=== design 1 ===
Figure 1. Routed clock nets over the placement (design 1).
The bar under the picture is 20 um long.
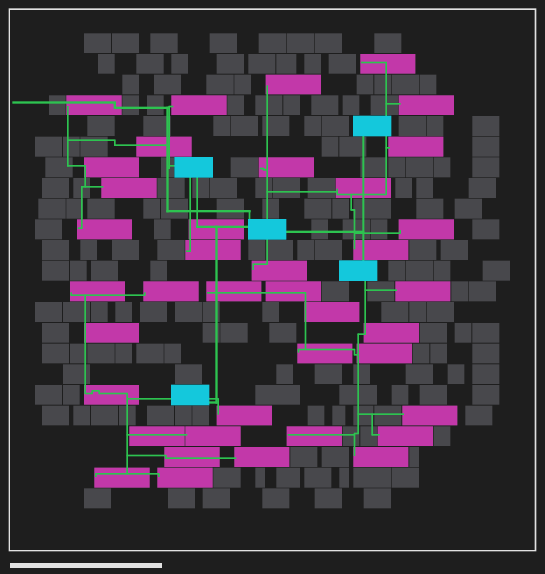
Figure 2. Signal wires by layer (design 1).
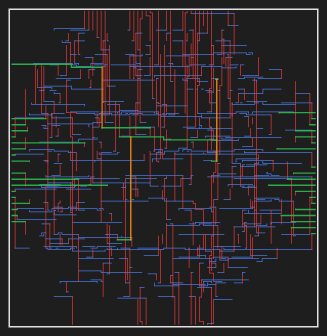
--- src/rtl/cdc_pkg.sv ---
// Shared constants for the toggle-based clock-domain-crossing receivers.
package cdc_pkg;

  localparam int unsigned MIN_SYNC_STAGES = 2;

endpackage : cdc_pkg

--- src/rtl/cdc_sync_bit.sv ---
// Single-bit, STAGES-deep synchroniser. No reset, so it keeps flushing while the domain is in reset.
module cdc_sync_bit #(
  parameter int unsigned STAGES = 3
) (
  input  logic clk,
  input  logic d,
  output logic q
);
  import cdc_pkg::*;

  if (STAGES < MIN_SYNC_STAGES) begin : g_bad_stages
    $error("cdc_sync_bit: STAGES below MIN_SYNC_STAGES");
  end

  (* ASYNC_REG = "TRUE" *) logic [STAGES-1:0] sync_q;
  logic [STAGES-1:0] sync_d;

  always_comb begin
    sync_d = {sync_q[STAGES-2:0], d};
  end

  always_ff @(posedge clk) begin
    sync_q <= sync_d;
  end

  assign q = sync_q[STAGES-1];

endmodule : cdc_sync_bit

--- src/rtl/cdc_sync_bus_rx.sv ---
// Receive side of a multi-channel toggle CDC: synchronise each event toggle, capture the
// quasi-static bus, present it on valid/ready and return an ack toggle per consumed word.
module cdc_sync_bus_rx #(
  parameter int unsigned NUM_CH      = 1,
  parameter int unsigned DATA_WIDTH  = 32,
  parameter int unsigned SYNC_STAGES = 3
) (
  input  logic                                  clk,
  input  logic                                  rst,
  input  logic [NUM_CH-1:0]                     toggle_in,
  input  logic [NUM_CH-1:0][DATA_WIDTH-1:0]     data_in,
  output logic [NUM_CH-1:0]                     valid_out,
  output logic [NUM_CH-1:0][DATA_WIDTH-1:0]     data_out,
  input  logic [NUM_CH-1:0]                     ready_in,
  output logic [NUM_CH-1:0]                     ack_toggle,
  output logic [NUM_CH-1:0]                     overflow,
  input  logic [NUM_CH-1:0]                     clr_ovf
);
  import cdc_pkg::*;

  if (SYNC_STAGES < MIN_SYNC_STAGES) begin : g_bad_stages
    $error("cdc_sync_bus_rx: SYNC_STAGES below MIN_SYNC_STAGES");
  end

  for (genvar i = 0; i < NUM_CH; i++) begin : g_ch
    logic                  tog_sync;
    logic                  ev;
    logic                  hs;
    logic                  prev_q,  prev_d;
    logic                  valid_q, valid_d;
    logic [DATA_WIDTH-1:0] data_q,  data_d;
    logic                  ack_q,   ack_d;
    logic                  ovf_q,   ovf_d;

    cdc_sync_bit #(
      .STAGES (SYNC_STAGES)
    ) u_sync (
      .clk (clk),
      .d   (toggle_in[i]),
      .q   (tog_sync)
    );

    assign ev = tog_sync ^ prev_q;
    assign hs = valid_q & ready_in[i];

    // data_in is only sampled SYNC_STAGES cycles after its toggle: a multi-cycle/false path by design.
    always_comb begin
      prev_d  = tog_sync;
      valid_d = valid_q;
      data_d  = data_q;
      ack_d   = ack_q;
      ovf_d   = ovf_q & ~clr_ovf[i];
      if (ev) begin
        if (!valid_q) begin
          data_d  = data_in[i];
          valid_d = 1'b1;
        end else if (ready_in[i]) begin
          data_d = data_in[i];
          ack_d  = ~ack_q;
        end else begin
          ovf_d = 1'b1;
        end
      end else if (hs) begin
        valid_d = 1'b0;
        ack_d   = ~ack_q;
      end
    end

    // prev tracks the synchronised level through reset so a held toggle raises no event on release.
    always_ff @(posedge clk) begin
      if (rst) begin
        prev_q  <= tog_sync;
        valid_q <= 1'b0;
        data_q  <= '0;
        ack_q   <= 1'b0;
        ovf_q   <= 1'b0;
      end else begin
        prev_q  <= prev_d;
        valid_q <= valid_d;
        data_q  <= data_d;
        ack_q   <= ack_d;
        ovf_q   <= ovf_d;
      end
    end

    assign valid_out[i]  = valid_q;
    assign data_out[i]   = data_q;
    assign ack_toggle[i] = ack_q;
    assign overflow[i]   = ovf_q;
  end

endmodule : cdc_sync_bus_rx
--- config.mk ---
export PLATFORM = sky130hd
export DESIGN_NAME = cdc_sync_bus_rx
export DESIGN_NICKNAME = d
export VERILOG_FILES = /design/src/rtl/cdc_pkg.sv /design/src/rtl/cdc_sync_bit.sv /design/src/rtl/cdc_sync_bus_rx.sv
export SDC_FILE = /design/constraint.sdc
export NUM_CORES = 1
export LEC_CHECK = 0
export CORE_AREA = 3 3 66 68
export CTS_CLUSTER_DIAMETER = 80
export DETAILED_ROUTE_END_ITERATION = 16
export DIE_AREA = 0 0 69 71
export GPL_ROUTABILITY_DRIVEN = 1
export PLACE_DENSITY = 0.77
export SYNTH_ARGS = -nofsm -noshare
export SYNTH_HDL_FRONTEND = slang
export SYNTH_SLANG_ARGS = --single-unit
export TNS_END_PERCENT = 5
--- constraint.sdc ---
create_clock -name clk -period 3.2 [get_ports clk]
set_input_delay 0.64 -clock clk [delete_from_list [all_inputs] [get_ports clk]]
set_output_delay 0.64 -clock clk [all_outputs]
set_load 0.02 [all_outputs]
==> impl_results.rst <==
Synthesis and place-and-route
=============================

.. list-table::
   :header-rows: 1

   * - Metric
     - Value
   * - Sw power
     - 0.294 mW
   * - Most frequent cell after synthesis
     - sky130_fd_sc_hd__nand2b_1
   * - Library cells used by synthesis
     - 17
   * - Mux share of post-synthesis cell area
     - 19.1%
   * - Synthesized cell area
     - 1680 um^2
   * - Outcome
     - finished, final reports clean
   * - Post-Syn Nets
     - 193
   * - Clock tree from TritonCTS
     - yes
   * - Global routing met1 resource utilization
     - 16.4%
   * - Share of the cycle needed by the critical path after routing
     - 61.0%
   * - Tap cell instance count
     - 50
   * - Minimum setup slack after placement
     - 1030 ps
   * - Number of instances in the synthesized netlist
     - 156
   * - Cell depth of the worst flop-to-flop path
     - 4
   * - Startpoint of the worst hold path
     - g_ch[0].u_sync.sync_q[0]
   * - Timing startpoint of the critical path
     - valid_out
   * - Number of clock buffers in the layout
     - 6
   * - Sequential cell power
     - 0.548 mW
   * - Clk pwr
     - 0.323 mW
   * - Min-Delay Path Class
     - reg2reg
   * - Flop pwr share
     - between 40 and 50%
   * - Post-Place Cell Area
     - 2370 um^2
   * - Clock network fraction of design power
     - between 20% and 30%
   * - Detailed-route DRC error count
     - 0
   * - GRT Max-Usage Layer
     - met2
   * - Commonest non-fill, non-tap cell in the layout
     - sky130_fd_sc_hd__clkdlybuf4s50_1
   * - And+or+nand+nor area frac
     - 26.0%
   * - Achievable Freq
     - 512 MHz
   * - Beginning of the worst register-to-register path
     - g_ch[0].u_sync.sync_q[2]
   * - Clock Tree Root
     - sky130_fd_sc_hd__clkbuf_8
   * - Largest class
     - logic gates
   * - Post-cts hold buffer count
     - 0
   * - Via count
     - about 1.2k
About Figure 1:
[cyan] cells driving clock nets | count: 5
[green] clock wires | length: 439 um
[magenta] flip-flops | count: 39
routed clock nets: 6

About Figure 2:
| colour | layer | wire length |
|---|---|---|
| red | met2 | 1510 um |
| green | met3 | 227 um |
| blue | met1 | 1410 um |
| orange | met4 | 55.1 um |


=== design 2 ===
Figure 3. Signal wires by layer (design 2).
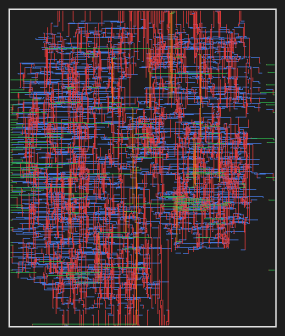
Figure 4. Track usage over the die (design 2).
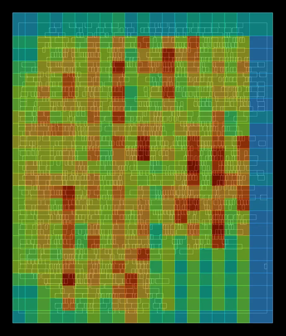
[src/rtl/ladybird_uart_loader_if.sv]
// rtl/ladybird_uart_loader_if.sv - byte-in, byte-out, memory bus and jump signals of the UART loader
interface ladybird_uart_loader_if;
  logic        in_valid;
  logic [7:0]  in_data;
  logic        in_ready;
  logic        out_valid;
  logic [7:0]  out_data;
  logic        out_ready;
  logic        mem_valid;
  logic        mem_ready;
  logic        mem_we;
  logic [31:0] mem_addr;
  logic [31:0] mem_wdata;
  logic        mem_rvalid;
  logic [31:0] mem_rdata;
  logic        jump_valid;
  logic [31:0] jump_pc;

  modport master (
    input  in_valid, in_data, out_ready, mem_ready, mem_rvalid, mem_rdata,
    output in_ready, out_valid, out_data, mem_valid, mem_we, mem_addr, mem_wdata,
           jump_valid, jump_pc
  );

  modport slave (
    output in_valid, in_data, out_ready, mem_ready, mem_rvalid, mem_rdata,
    input  in_ready, out_valid, out_data, mem_valid, mem_we, mem_addr, mem_wdata,
           jump_valid, jump_pc
  );
endinterface

[src/rtl/ladybird_uart_loader.sv]
// rtl/ladybird_uart_loader.sv - UART command parser issuing W/R/J packets as 32-bit bus transactions
// Optional 'K' acknowledge after writes and jumps: define LADYBIRD_UART_LOADER_ACK_EN.
module ladybird_uart_loader #(
  parameter int unsigned TIMEOUT = 32'h00FF_FFFF
) (
  input  logic                     clk,
  input  logic                     rst,
  ladybird_uart_loader_if.master   bus
);

  localparam logic [7:0]  CMD_W   = 8'h57;
  localparam logic [7:0]  CMD_R   = 8'h52;
  localparam logic [7:0]  CMD_J   = 8'h4A;
`ifdef LADYBIRD_UART_LOADER_ACK_EN
  localparam logic [7:0]  ACK_BYTE = 8'h4B;
`endif
  localparam bit          TO_EN   = (TIMEOUT != 0);
  localparam logic [31:0] TO_LAST = 32'(TIMEOUT - 1);

  typedef enum logic [2:0] {
    IDLE, ADDR, DATA, BUS_REQ, BUS_WAIT, RESP
`ifdef LADYBIRD_UART_LOADER_ACK_EN
    , ACK
`endif
  } state_t;

  state_t      state_q;
  logic [7:0]  cmd_q;
  logic [1:0]  idx_q;
  logic [31:0] addr_q;
  logic [31:0] wdata_q;
  logic [31:0] rdata_q;
  logic [31:0] timer_q;
  logic [7:0]  error_cnt_q;
  logic        in_ready_q;
  logic        out_valid_q;
  logic [7:0]  out_data_q;
  logic        mem_valid_q;
  logic        mem_we_q;
  logic [31:0] mem_addr_q;
  logic [31:0] mem_wdata_q;
  logic        jump_valid_q;
  logic [31:0] jump_pc_q;

  logic        in_hs;
  logic        out_hs;
  logic        mem_hs;
  logic [31:0] addr_d;
  logic [31:0] wdata_d;
  logic [7:0]  error_cnt_d;

  assign in_hs  = bus.in_valid & in_ready_q;
  assign out_hs = out_valid_q & bus.out_ready;
  assign mem_hs = mem_valid_q & bus.mem_ready;

  // Fields arrive LSB first, so each byte enters at the top and shifts down.
  assign addr_d      = {bus.in_data, addr_q[31:8]};
  assign wdata_d     = {bus.in_data, wdata_q[31:8]};
  assign error_cnt_d = (error_cnt_q == 8'hFF) ? 8'hFF : error_cnt_q + 8'd1;

  always_ff @(posedge clk) begin
    if (rst) begin
      state_q      <= IDLE;
      cmd_q        <= 8'h00;
      idx_q        <= 2'd0;
      addr_q       <= 32'h0;
      wdata_q      <= 32'h0;
      rdata_q      <= 32'h0;
      timer_q      <= 32'h0;
      error_cnt_q  <= 8'h00;
      in_ready_q   <= 1'b0;
      out_valid_q  <= 1'b0;
      out_data_q   <= 8'h00;
      mem_valid_q  <= 1'b0;
      mem_we_q     <= 1'b0;
      mem_addr_q   <= 32'h0;
      mem_wdata_q  <= 32'h0;
      jump_valid_q <= 1'b0;
      jump_pc_q    <= 32'h0;
    end else begin
      jump_valid_q <= 1'b0;
      case (state_q)
        IDLE: begin
          in_ready_q <= 1'b1;
          if (in_hs) begin
            if (bus.in_data == CMD_W || bus.in_data == CMD_R || bus.in_data == CMD_J) begin
              cmd_q   <= bus.in_data;
              idx_q   <= 2'd0;
              timer_q <= 32'h0;
              state_q <= ADDR;
            end else begin
              error_cnt_q <= error_cnt_d;
            end
          end
        end

        ADDR, DATA: begin
          if (in_hs) begin
            timer_q <= 32'h0;
            idx_q   <= idx_q + 2'd1;
            if (state_q == ADDR) addr_q <= addr_d;
            else                 wdata_q <= wdata_d;
            if (idx_q == 2'd3) begin
              if (state_q == DATA) begin
                in_ready_q  <= 1'b0;
                mem_valid_q <= 1'b1;
                mem_we_q    <= 1'b1;
                mem_addr_q  <= {addr_q[31:2], 2'b00};
                mem_wdata_q <= wdata_d;
                state_q     <= BUS_REQ;
              end else if (cmd_q == CMD_W) begin
                state_q <= DATA;
              end else if (cmd_q == CMD_R) begin
                in_ready_q  <= 1'b0;
                mem_valid_q <= 1'b1;
                mem_we_q    <= 1'b0;
                mem_addr_q  <= {addr_d[31:2], 2'b00};
                state_q     <= BUS_REQ;
              end else begin
                jump_valid_q <= 1'b1;
                jump_pc_q    <= addr_d;
`ifdef LADYBIRD_UART_LOADER_ACK_EN
                in_ready_q   <= 1'b0;
                out_valid_q  <= 1'b1;
                out_data_q   <= ACK_BYTE;
                state_q      <= ACK;
`else
                state_q      <= IDLE;
`endif
              end
            end
          end else if (TO_EN && timer_q == TO_LAST) begin
            // Sender went quiet mid-packet: drop what we have and resync on the next command byte.
            timer_q     <= 32'h0;
            error_cnt_q <= error_cnt_d;
            state_q     <= IDLE;
          end else begin
            timer_q <= timer_q + 32'd1;
          end
        end

        BUS_REQ: begin
          if (mem_hs) begin
            mem_valid_q <= 1'b0;
            if (mem_we_q) begin
`ifdef LADYBIRD_UART_LOADER_ACK_EN
              out_valid_q <= 1'b1;
              out_data_q  <= ACK_BYTE;
              state_q     <= ACK;
`else
              in_ready_q  <= 1'b1;
              state_q     <= IDLE;
`endif
            end else if (bus.mem_rvalid) begin
              rdata_q     <= bus.mem_rdata;
              out_valid_q <= 1'b1;
              out_data_q  <= bus.mem_rdata[7:0];
              idx_q       <= 2'd0;
              state_q     <= RESP;
            end else begin
              state_q <= BUS_WAIT;
            end
          end
        end

        BUS_WAIT: begin
          if (bus.mem_rvalid) begin
            rdata_q     <= bus.mem_rdata;
            out_valid_q <= 1'b1;
            out_data_q  <= bus.mem_rdata[7:0];
            idx_q       <= 2'd0;
            state_q     <= RESP;
          end
        end

        RESP: begin
          if (out_hs) begin
            idx_q <= idx_q + 2'd1;
            if (idx_q == 2'd3) begin
              out_valid_q <= 1'b0;
              in_ready_q  <= 1'b1;
              state_q     <= IDLE;
            end else begin
              out_data_q <= rdata_q[15:8];
              rdata_q    <= {8'h00, rdata_q[31:8]};
            end
          end
        end

`ifdef LADYBIRD_UART_LOADER_ACK_EN
        ACK: begin
          if (out_hs) begin
            out_valid_q <= 1'b0;
            in_ready_q  <= 1'b1;
            state_q     <= IDLE;
          end
        end
`endif

        default: begin
          in_ready_q <= 1'b1;
          state_q    <= IDLE;
        end
      endcase
    end
  end

  assign bus.in_ready   = in_ready_q;
  assign bus.out_valid  = out_valid_q;
  assign bus.out_data   = out_data_q;
  assign bus.mem_valid  = mem_valid_q;
  assign bus.mem_we     = mem_we_q;
  assign bus.mem_addr   = mem_addr_q;
  assign bus.mem_wdata  = mem_wdata_q;
  assign bus.jump_valid = jump_valid_q;
  assign bus.jump_pc    = jump_pc_q;

endmodule

[src/flat_wrapper.sv]
// flat-port wrapper written by rule: the top's interface ports become plain ports
module ladybird_uart_loader_flat 
#(
  parameter int unsigned TIMEOUT = 32'h00FF_FFFF
)
  (clk, rst, bus_in_valid, bus_in_data, bus_out_ready, bus_mem_ready, bus_mem_rvalid, bus_mem_rdata, bus_in_ready, bus_out_valid, bus_out_data, bus_mem_valid, bus_mem_we, bus_mem_addr, bus_mem_wdata, bus_jump_valid, bus_jump_pc);
  ladybird_uart_loader_if bus_i ();
  input  logic clk;
  input  logic rst;
  input wire logic [$bits(bus_i.in_valid)-1:0] bus_in_valid;
  input wire logic [$bits(bus_i.in_data)-1:0] bus_in_data;
  input wire logic [$bits(bus_i.out_ready)-1:0] bus_out_ready;
  input wire logic [$bits(bus_i.mem_ready)-1:0] bus_mem_ready;
  input wire logic [$bits(bus_i.mem_rvalid)-1:0] bus_mem_rvalid;
  input wire logic [$bits(bus_i.mem_rdata)-1:0] bus_mem_rdata;
  output wire logic [$bits(bus_i.in_ready)-1:0] bus_in_ready;
  output wire logic [$bits(bus_i.out_valid)-1:0] bus_out_valid;
  output wire logic [$bits(bus_i.out_data)-1:0] bus_out_data;
  output wire logic [$bits(bus_i.mem_valid)-1:0] bus_mem_valid;
  output wire logic [$bits(bus_i.mem_we)-1:0] bus_mem_we;
  output wire logic [$bits(bus_i.mem_addr)-1:0] bus_mem_addr;
  output wire logic [$bits(bus_i.mem_wdata)-1:0] bus_mem_wdata;
  output wire logic [$bits(bus_i.jump_valid)-1:0] bus_jump_valid;
  output wire logic [$bits(bus_i.jump_pc)-1:0] bus_jump_pc;
  assign bus_i.in_valid = bus_in_valid;
  assign bus_i.in_data = bus_in_data;
  assign bus_i.out_ready = bus_out_ready;
  assign bus_i.mem_ready = bus_mem_ready;
  assign bus_i.mem_rvalid = bus_mem_rvalid;
  assign bus_i.mem_rdata = bus_mem_rdata;
  assign bus_in_ready = bus_i.in_ready;
  assign bus_out_valid = bus_i.out_valid;
  assign bus_out_data = bus_i.out_data;
  assign bus_mem_valid = bus_i.mem_valid;
  assign bus_mem_we = bus_i.mem_we;
  assign bus_mem_addr = bus_i.mem_addr;
  assign bus_mem_wdata = bus_i.mem_wdata;
  assign bus_jump_valid = bus_i.jump_valid;
  assign bus_jump_pc = bus_i.jump_pc;
  ladybird_uart_loader #(.TIMEOUT(TIMEOUT)) u_core (.clk(clk), .rst(rst), .bus(bus_i));
endmodule
[config.mk]
export PLATFORM = sky130hd
export DESIGN_NAME = ladybird_uart_loader_flat
export DESIGN_NICKNAME = d
export VERILOG_FILES = /design/src/rtl/ladybird_uart_loader_if.sv /design/src/rtl/ladybird_uart_loader.sv /design/src/flat_wrapper.sv
export SDC_FILE = /design/constraint.sdc
export NUM_CORES = 1
export LEC_CHECK = 0
export ABC_AREA = 1
export CAP_MARGIN = 20
export CORE_ASPECT_RATIO = 1.2
export CORE_MARGIN = 3
export CORE_UTILIZATION = 44
export CTS_BUF_LIST = sky130_fd_sc_hd__clkbuf_16
export DETAILED_ROUTE_END_ITERATION = 8
export PLACE_DENSITY = 0.72
export SLEW_MARGIN = 40
export SYNTH_ARGS = -nofsm -noshare
export SYNTH_HDL_FRONTEND = slang
export SYNTH_SLANG_ARGS = --single-unit
[constraint.sdc]
create_clock -name clk -period 4.8 [get_ports clk]
set_input_delay 0.72 -clock clk [delete_from_list [all_inputs] [get_ports clk]]
set_output_delay 0.72 -clock clk [all_outputs]
set_load 0.02 [all_outputs]
==> impl_results.rst <==
Synthesis and place-and-route
=============================

.. list-table::
   :header-rows: 1

   * - Metric
     - Value
   * - Clock tree cell share of total cell area
     - 6.10%
   * - Area growth from synthesis to layout
     - 22.4%
   * - Tap cell instance count
     - 274
   * - Outcome
     - finished, final reports clean
   * - Number of instances resized during post-cts repair
     - 0
   * - Fill cell total of the finished layout
     - 2084
   * - Commonest cells post-synth
     - sky130_fd_sc_hd__nand2_1, sky130_fd_sc_hd__nor2_1, sky130_fd_sc_hd__dfxtp_1
   * - Most frequent cell after synthesis
     - sky130_fd_sc_hd__nand2_1
   * - And+or+nand+nor area frac
     - roughly a quarter
   * - Ratio of cells with drive above 1 in the final layout
     - 5.41%
   * - Stage-log warning count
     - 29
   * - Synthesized cell area
     - 10000 um^2
   * - Die outline width
     - 144 um
   * - Minimum setup slack after placement
     - approximately 1500 ps
   * - Final HPWL from detailed placement
     - 17.8 mm
   * - Global route overflow
     - 0
   * - Met1 Wirelength
     - 11.3 mm
   * - Yosys Chip Area
     - approximately 10000 um^2
   * - Synth warnings
     - 0
   * - Commonest cells after routing, fill and taps aside
     - sky130_fd_sc_hd__nand2_1, sky130_fd_sc_hd__nor2_1, sky130_fd_sc_hd__dfxtp_1, sky130_fd_sc_hd__o21ai_0, sky130_fd_sc_hd__clkdlybuf4s50_1
   * - Peak VDD IR
     - approximately 0.00032 V
   * - Combinational power
     - 1.22 mW
   * - RSZ-0062 raised after global routing
     - false
   * - Largest class
     - flip-flops and latches
   * - GRT Max-Usage Layer
     - met2
   * - Via count
     - 9264
   * - Max stage delay on crit path
     - 700 ps
   * - Slowest-stage cell, CP
     - sky130_fd_sc_hd__dfxtp_1
   * - Sequential cell power
     - 2.12 mW
About Figure 3:
| colour | layer | wire length |
|---|---|---|
| green | met3 | 1420 um |
| orange | met4 | 512 um |
| red | met2 | 12700 um |
| blue | met1 | 11300 um |

About Figure 4:
global routing met1 resource utilization: 26.1%
utilization after layout: 55.7%


=== design 3 ===
Figure 5. Met2 routing (design 3).
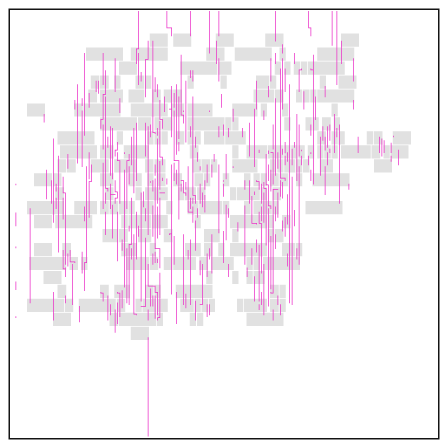
Figure 6. Track usage over the die (design 3).
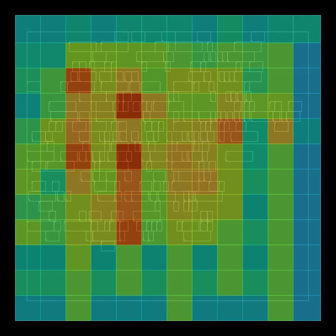
Figure 7. Routed clock nets over the placement (design 3).
The bar under the picture is 20 um long.
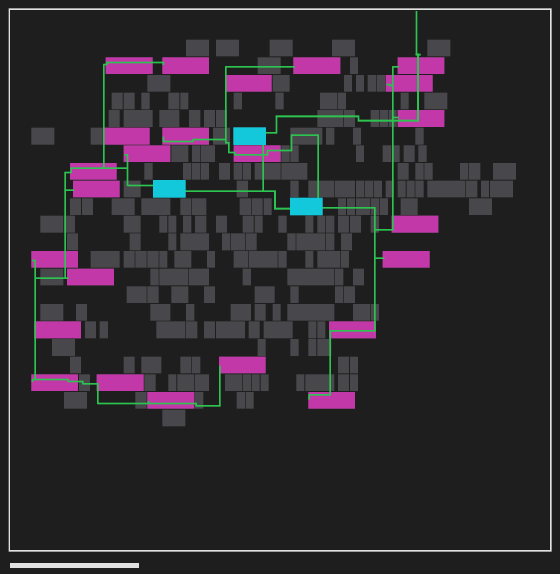
===== config.mk =====
export PLATFORM = sky130hd
export DESIGN_NAME = sosanh_search
export DESIGN_NICKNAME = d
export VERILOG_FILES = /design/src/rtl/sosanh_search.sv
export SDC_FILE = /design/constraint.sdc
export NUM_CORES = 1
export LEC_CHECK = 0
export ABC_AREA = 1
export ABC_CLOCK_PERIOD_IN_PS = 2300
export CAP_MARGIN = 20
export CORE_MARGIN = 3
export CORE_UTILIZATION = 25
export DETAILED_ROUTE_END_ITERATION = 16
export HOLD_SLACK_MARGIN = 0.06
export PLACE_DENSITY_LB_ADDON = 0.3
export SYNTH_ARGS = -nofsm -noshare
export SYNTH_HDL_FRONTEND = slang
export SYNTH_SLANG_ARGS = --single-unit

===== constraint.sdc =====
create_clock -name clk -period 2.3 [get_ports clk]
set_clock_uncertainty 0.15 [all_clocks]
set_input_delay 0.46 -clock clk [delete_from_list [all_inputs] [get_ports clk]]
set_output_delay 0.46 -clock clk [all_outputs]
set_load 0.02 [all_outputs]

===== src/rtl/sosanh_search.sv =====
// Successive-approximation search controller: drives a magnitude comparator's B operand
// with a registered guess and binary-searches the unknown A operand from its X/Y/Z flags.
module sosanh_search #(
  parameter int WIDTH = 4,
  parameter int CNT_W = 3
) (
  input  logic             clk,
  input  logic             rst,
  input  logic             start,
  input  logic             X,
  input  logic             Y,
  input  logic             Z,
  output logic [WIDTH-1:0] guess,
  output logic [WIDTH-1:0] result,
  output logic [CNT_W-1:0] probes,
  output logic             busy,
  output logic             done,
  output logic             err
);

  typedef enum logic [1:0] {
    S_IDLE = 2'd0,
    S_EVAL = 2'd1,
    S_DONE = 2'd2,
    S_ERR  = 2'd3
  } state_t;

  localparam logic [WIDTH-1:0] MAX_V   = '1;
  localparam logic [WIDTH-1:0] FIRST_G = MAX_V >> 1;

  state_t           state_q, state_d;
  logic [WIDTH-1:0] lo_q, lo_d;
  logic [WIDTH-1:0] hi_q, hi_d;
  logic [WIDTH-1:0] guess_q, guess_d;
  logic [WIDTH-1:0] result_q, result_d;
  logic [CNT_W-1:0] probes_q, probes_d;
  logic             busy_q, done_q, err_q;

  // Midpoints are formed one bit wider so the sum never truncates before the shift.
  logic [WIDTH:0] sum_up, sum_dn;
  logic [WIDTH-1:0] guess_inc, guess_dec;

  assign guess_inc = guess_q + WIDTH'(1);
  assign guess_dec = guess_q - WIDTH'(1);
  assign sum_up    = {1'b0, guess_inc} + {1'b0, hi_q};
  assign sum_dn    = {1'b0, lo_q} + {1'b0, guess_dec};

  always_comb begin
    state_d  = state_q;
    lo_d     = lo_q;
    hi_d     = hi_q;
    guess_d  = guess_q;
    result_d = result_q;
    probes_d = probes_q;
    unique case (state_q)
      S_IDLE, S_DONE, S_ERR: begin
        if (start) begin
          lo_d     = '0;
          hi_d     = MAX_V;
          guess_d  = FIRST_G;
          probes_d = CNT_W'(1);
          state_d  = S_EVAL;
        end
      end
      S_EVAL: begin
        // Anything other than exactly one flag is a malformed comparator response.
        unique case ({X, Y, Z})
          3'b010: begin
            result_d = guess_q;
            state_d  = S_DONE;
          end
          3'b100: begin
            if (guess_q == hi_q) begin
              state_d = S_ERR;
            end else begin
              lo_d     = guess_inc;
              guess_d  = sum_up[WIDTH:1];
              probes_d = probes_q + CNT_W'(1);
            end
          end
          3'b001: begin
            if (guess_q == lo_q) begin
              state_d = S_ERR;
            end else begin
              hi_d     = guess_dec;
              guess_d  = sum_dn[WIDTH:1];
              probes_d = probes_q + CNT_W'(1);
            end
          end
          default: state_d = S_ERR;
        endcase
      end
      default: state_d = S_IDLE;
    endcase
  end

  always_ff @(posedge clk) begin
    if (rst) begin
      state_q  <= S_IDLE;
      lo_q     <= '0;
      hi_q     <= MAX_V;
      guess_q  <= '0;
      result_q <= '0;
      probes_q <= '0;
      busy_q   <= 1'b0;
      done_q   <= 1'b0;
      err_q    <= 1'b0;
    end else begin
      state_q  <= state_d;
      lo_q     <= lo_d;
      hi_q     <= hi_d;
      guess_q  <= guess_d;
      result_q <= result_d;
      probes_q <= probes_d;
      busy_q   <= (state_d == S_EVAL);
      done_q   <= (state_d == S_DONE);
      err_q    <= (state_d == S_ERR);
    end
  end

  assign guess  = guess_q;
  assign result = result_q;
  assign probes = probes_q;
  assign busy   = busy_q;
  assign done   = done_q;
  assign err    = err_q;

endmodule


==> impl_results.rst <==
Synthesis and place-and-route
=============================

.. list-table::
   :header-rows: 1

   * - Metric
     - Value
   * - Outcome
     - finished, final reports clean
   * - Dominant combinational cell family by area after synthesis
     - simple AND/OR/NAND/NOR gates
   * - Final sequential cell count
     - 24
   * - Vertical die dimension
     - 83.4 um
   * - I/O pin cnt
     - 20
   * - Startpoint of the worst hold path
     - hi_q[0]
   * - Register-to-register path setup slack
     - 180 ps
   * - Slowest-stage cell, CP
     - sky130_fd_sc_hd__clkdlybuf4s50_1
   * - Final worst hold slack
     - 338 ps
   * - Post-synthesis cell count from yosys
     - 208
   * - Final HPWL from detailed placement
     - 3.05 mm
   * - Leakage power figure
     - 0.869 nW
   * - Hold worst-path end
     - hi_q[0]
   * - Number of standard cells in the final layout excluding fillers
     - 306
   * - EDFF count, synth
     - 0
   * - Multi-input combinational area share
     - 47.3%
   * - Finish-stage setup viols
     - 0
   * - Routed wire length
     - 3.92 mm
   * - Antenna-violating nets left
     - 0
   * - Sequential cell area
     - about 480 um^2
   * - AND-OR/OR-AND Cells, Area Fraction
     - around 17%
   * - Number of clock buffers in the layout
     - 4
   * - Count of max-cap constraint violations
     - 0
## Picture notes: Figure 5
share of all routed wire: 44%
wire length on this layer: 1720 um

## Picture notes: Figure 6
post-DR wirelength/cell: 12.8 um
utilization after layout: 33.0%
all-layer global routing usage: 12.0%
GRT Max-Usage Layer: met2
met2 track utilization from global routing: 19.2%

## Picture notes: Figure 7
[cyan] cells driving clock nets | count: 3
[magenta] flip-flops | count: 24
[green] clock wires | length: 357 um
routed clock nets: 4



==> layout pictures side by side <==
The metal 3 layer.
Plate I
The bar under the picture is 50 um long.
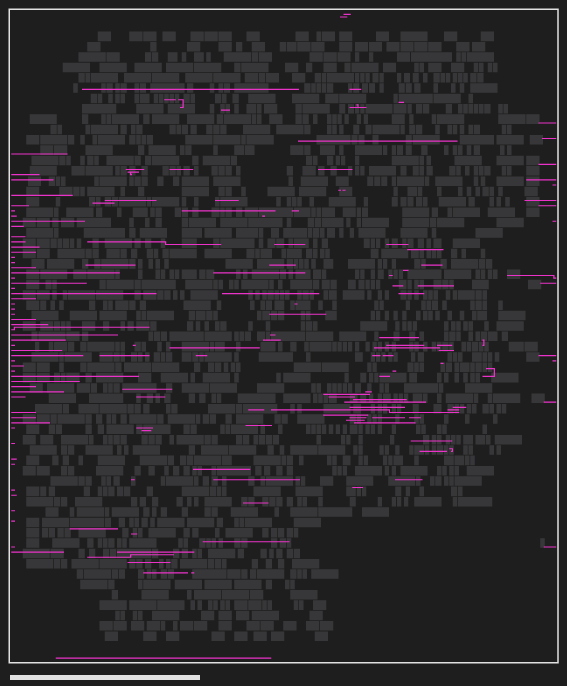
Plate II
The bar under the picture is 20 um long.
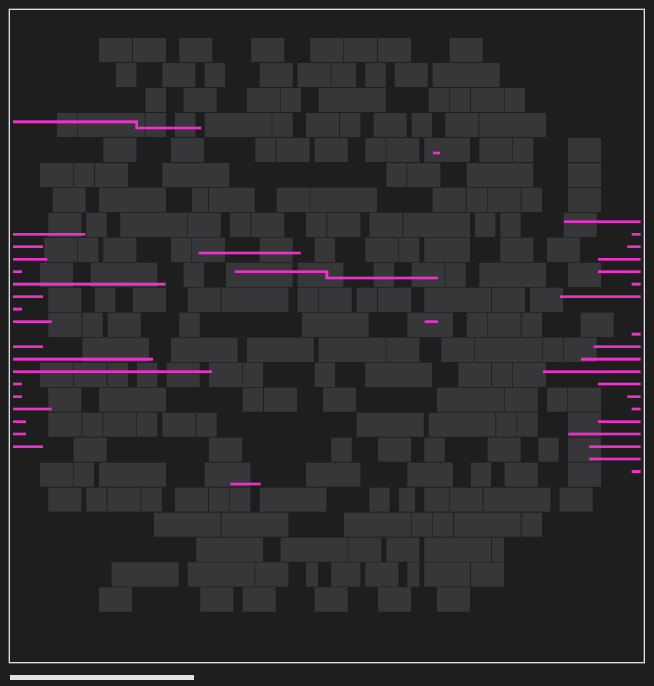
Plate III
The bar under the picture is 20 um long.
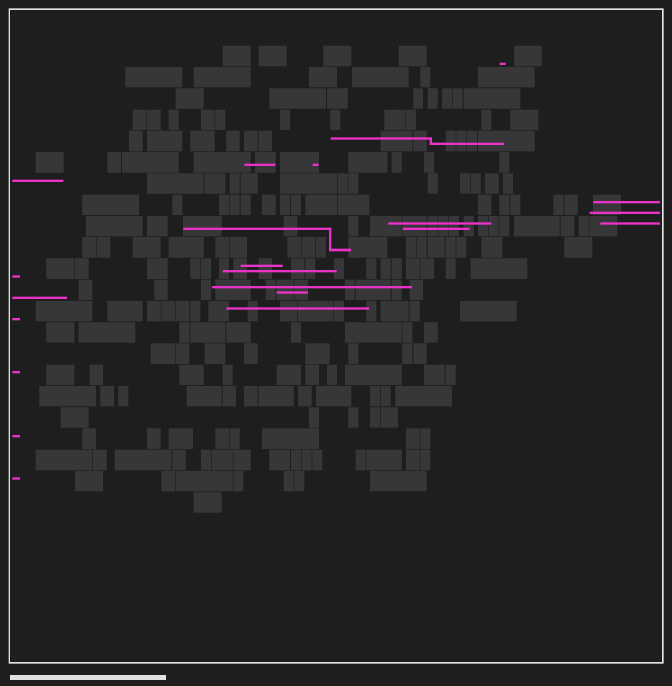
design 1: Plate II
design 2: Plate I
design 3: Plate III
Of these, largest die: Plate I
Of these, smallest die: Plate II

Power is estimated from default activity; no workload was simulated.
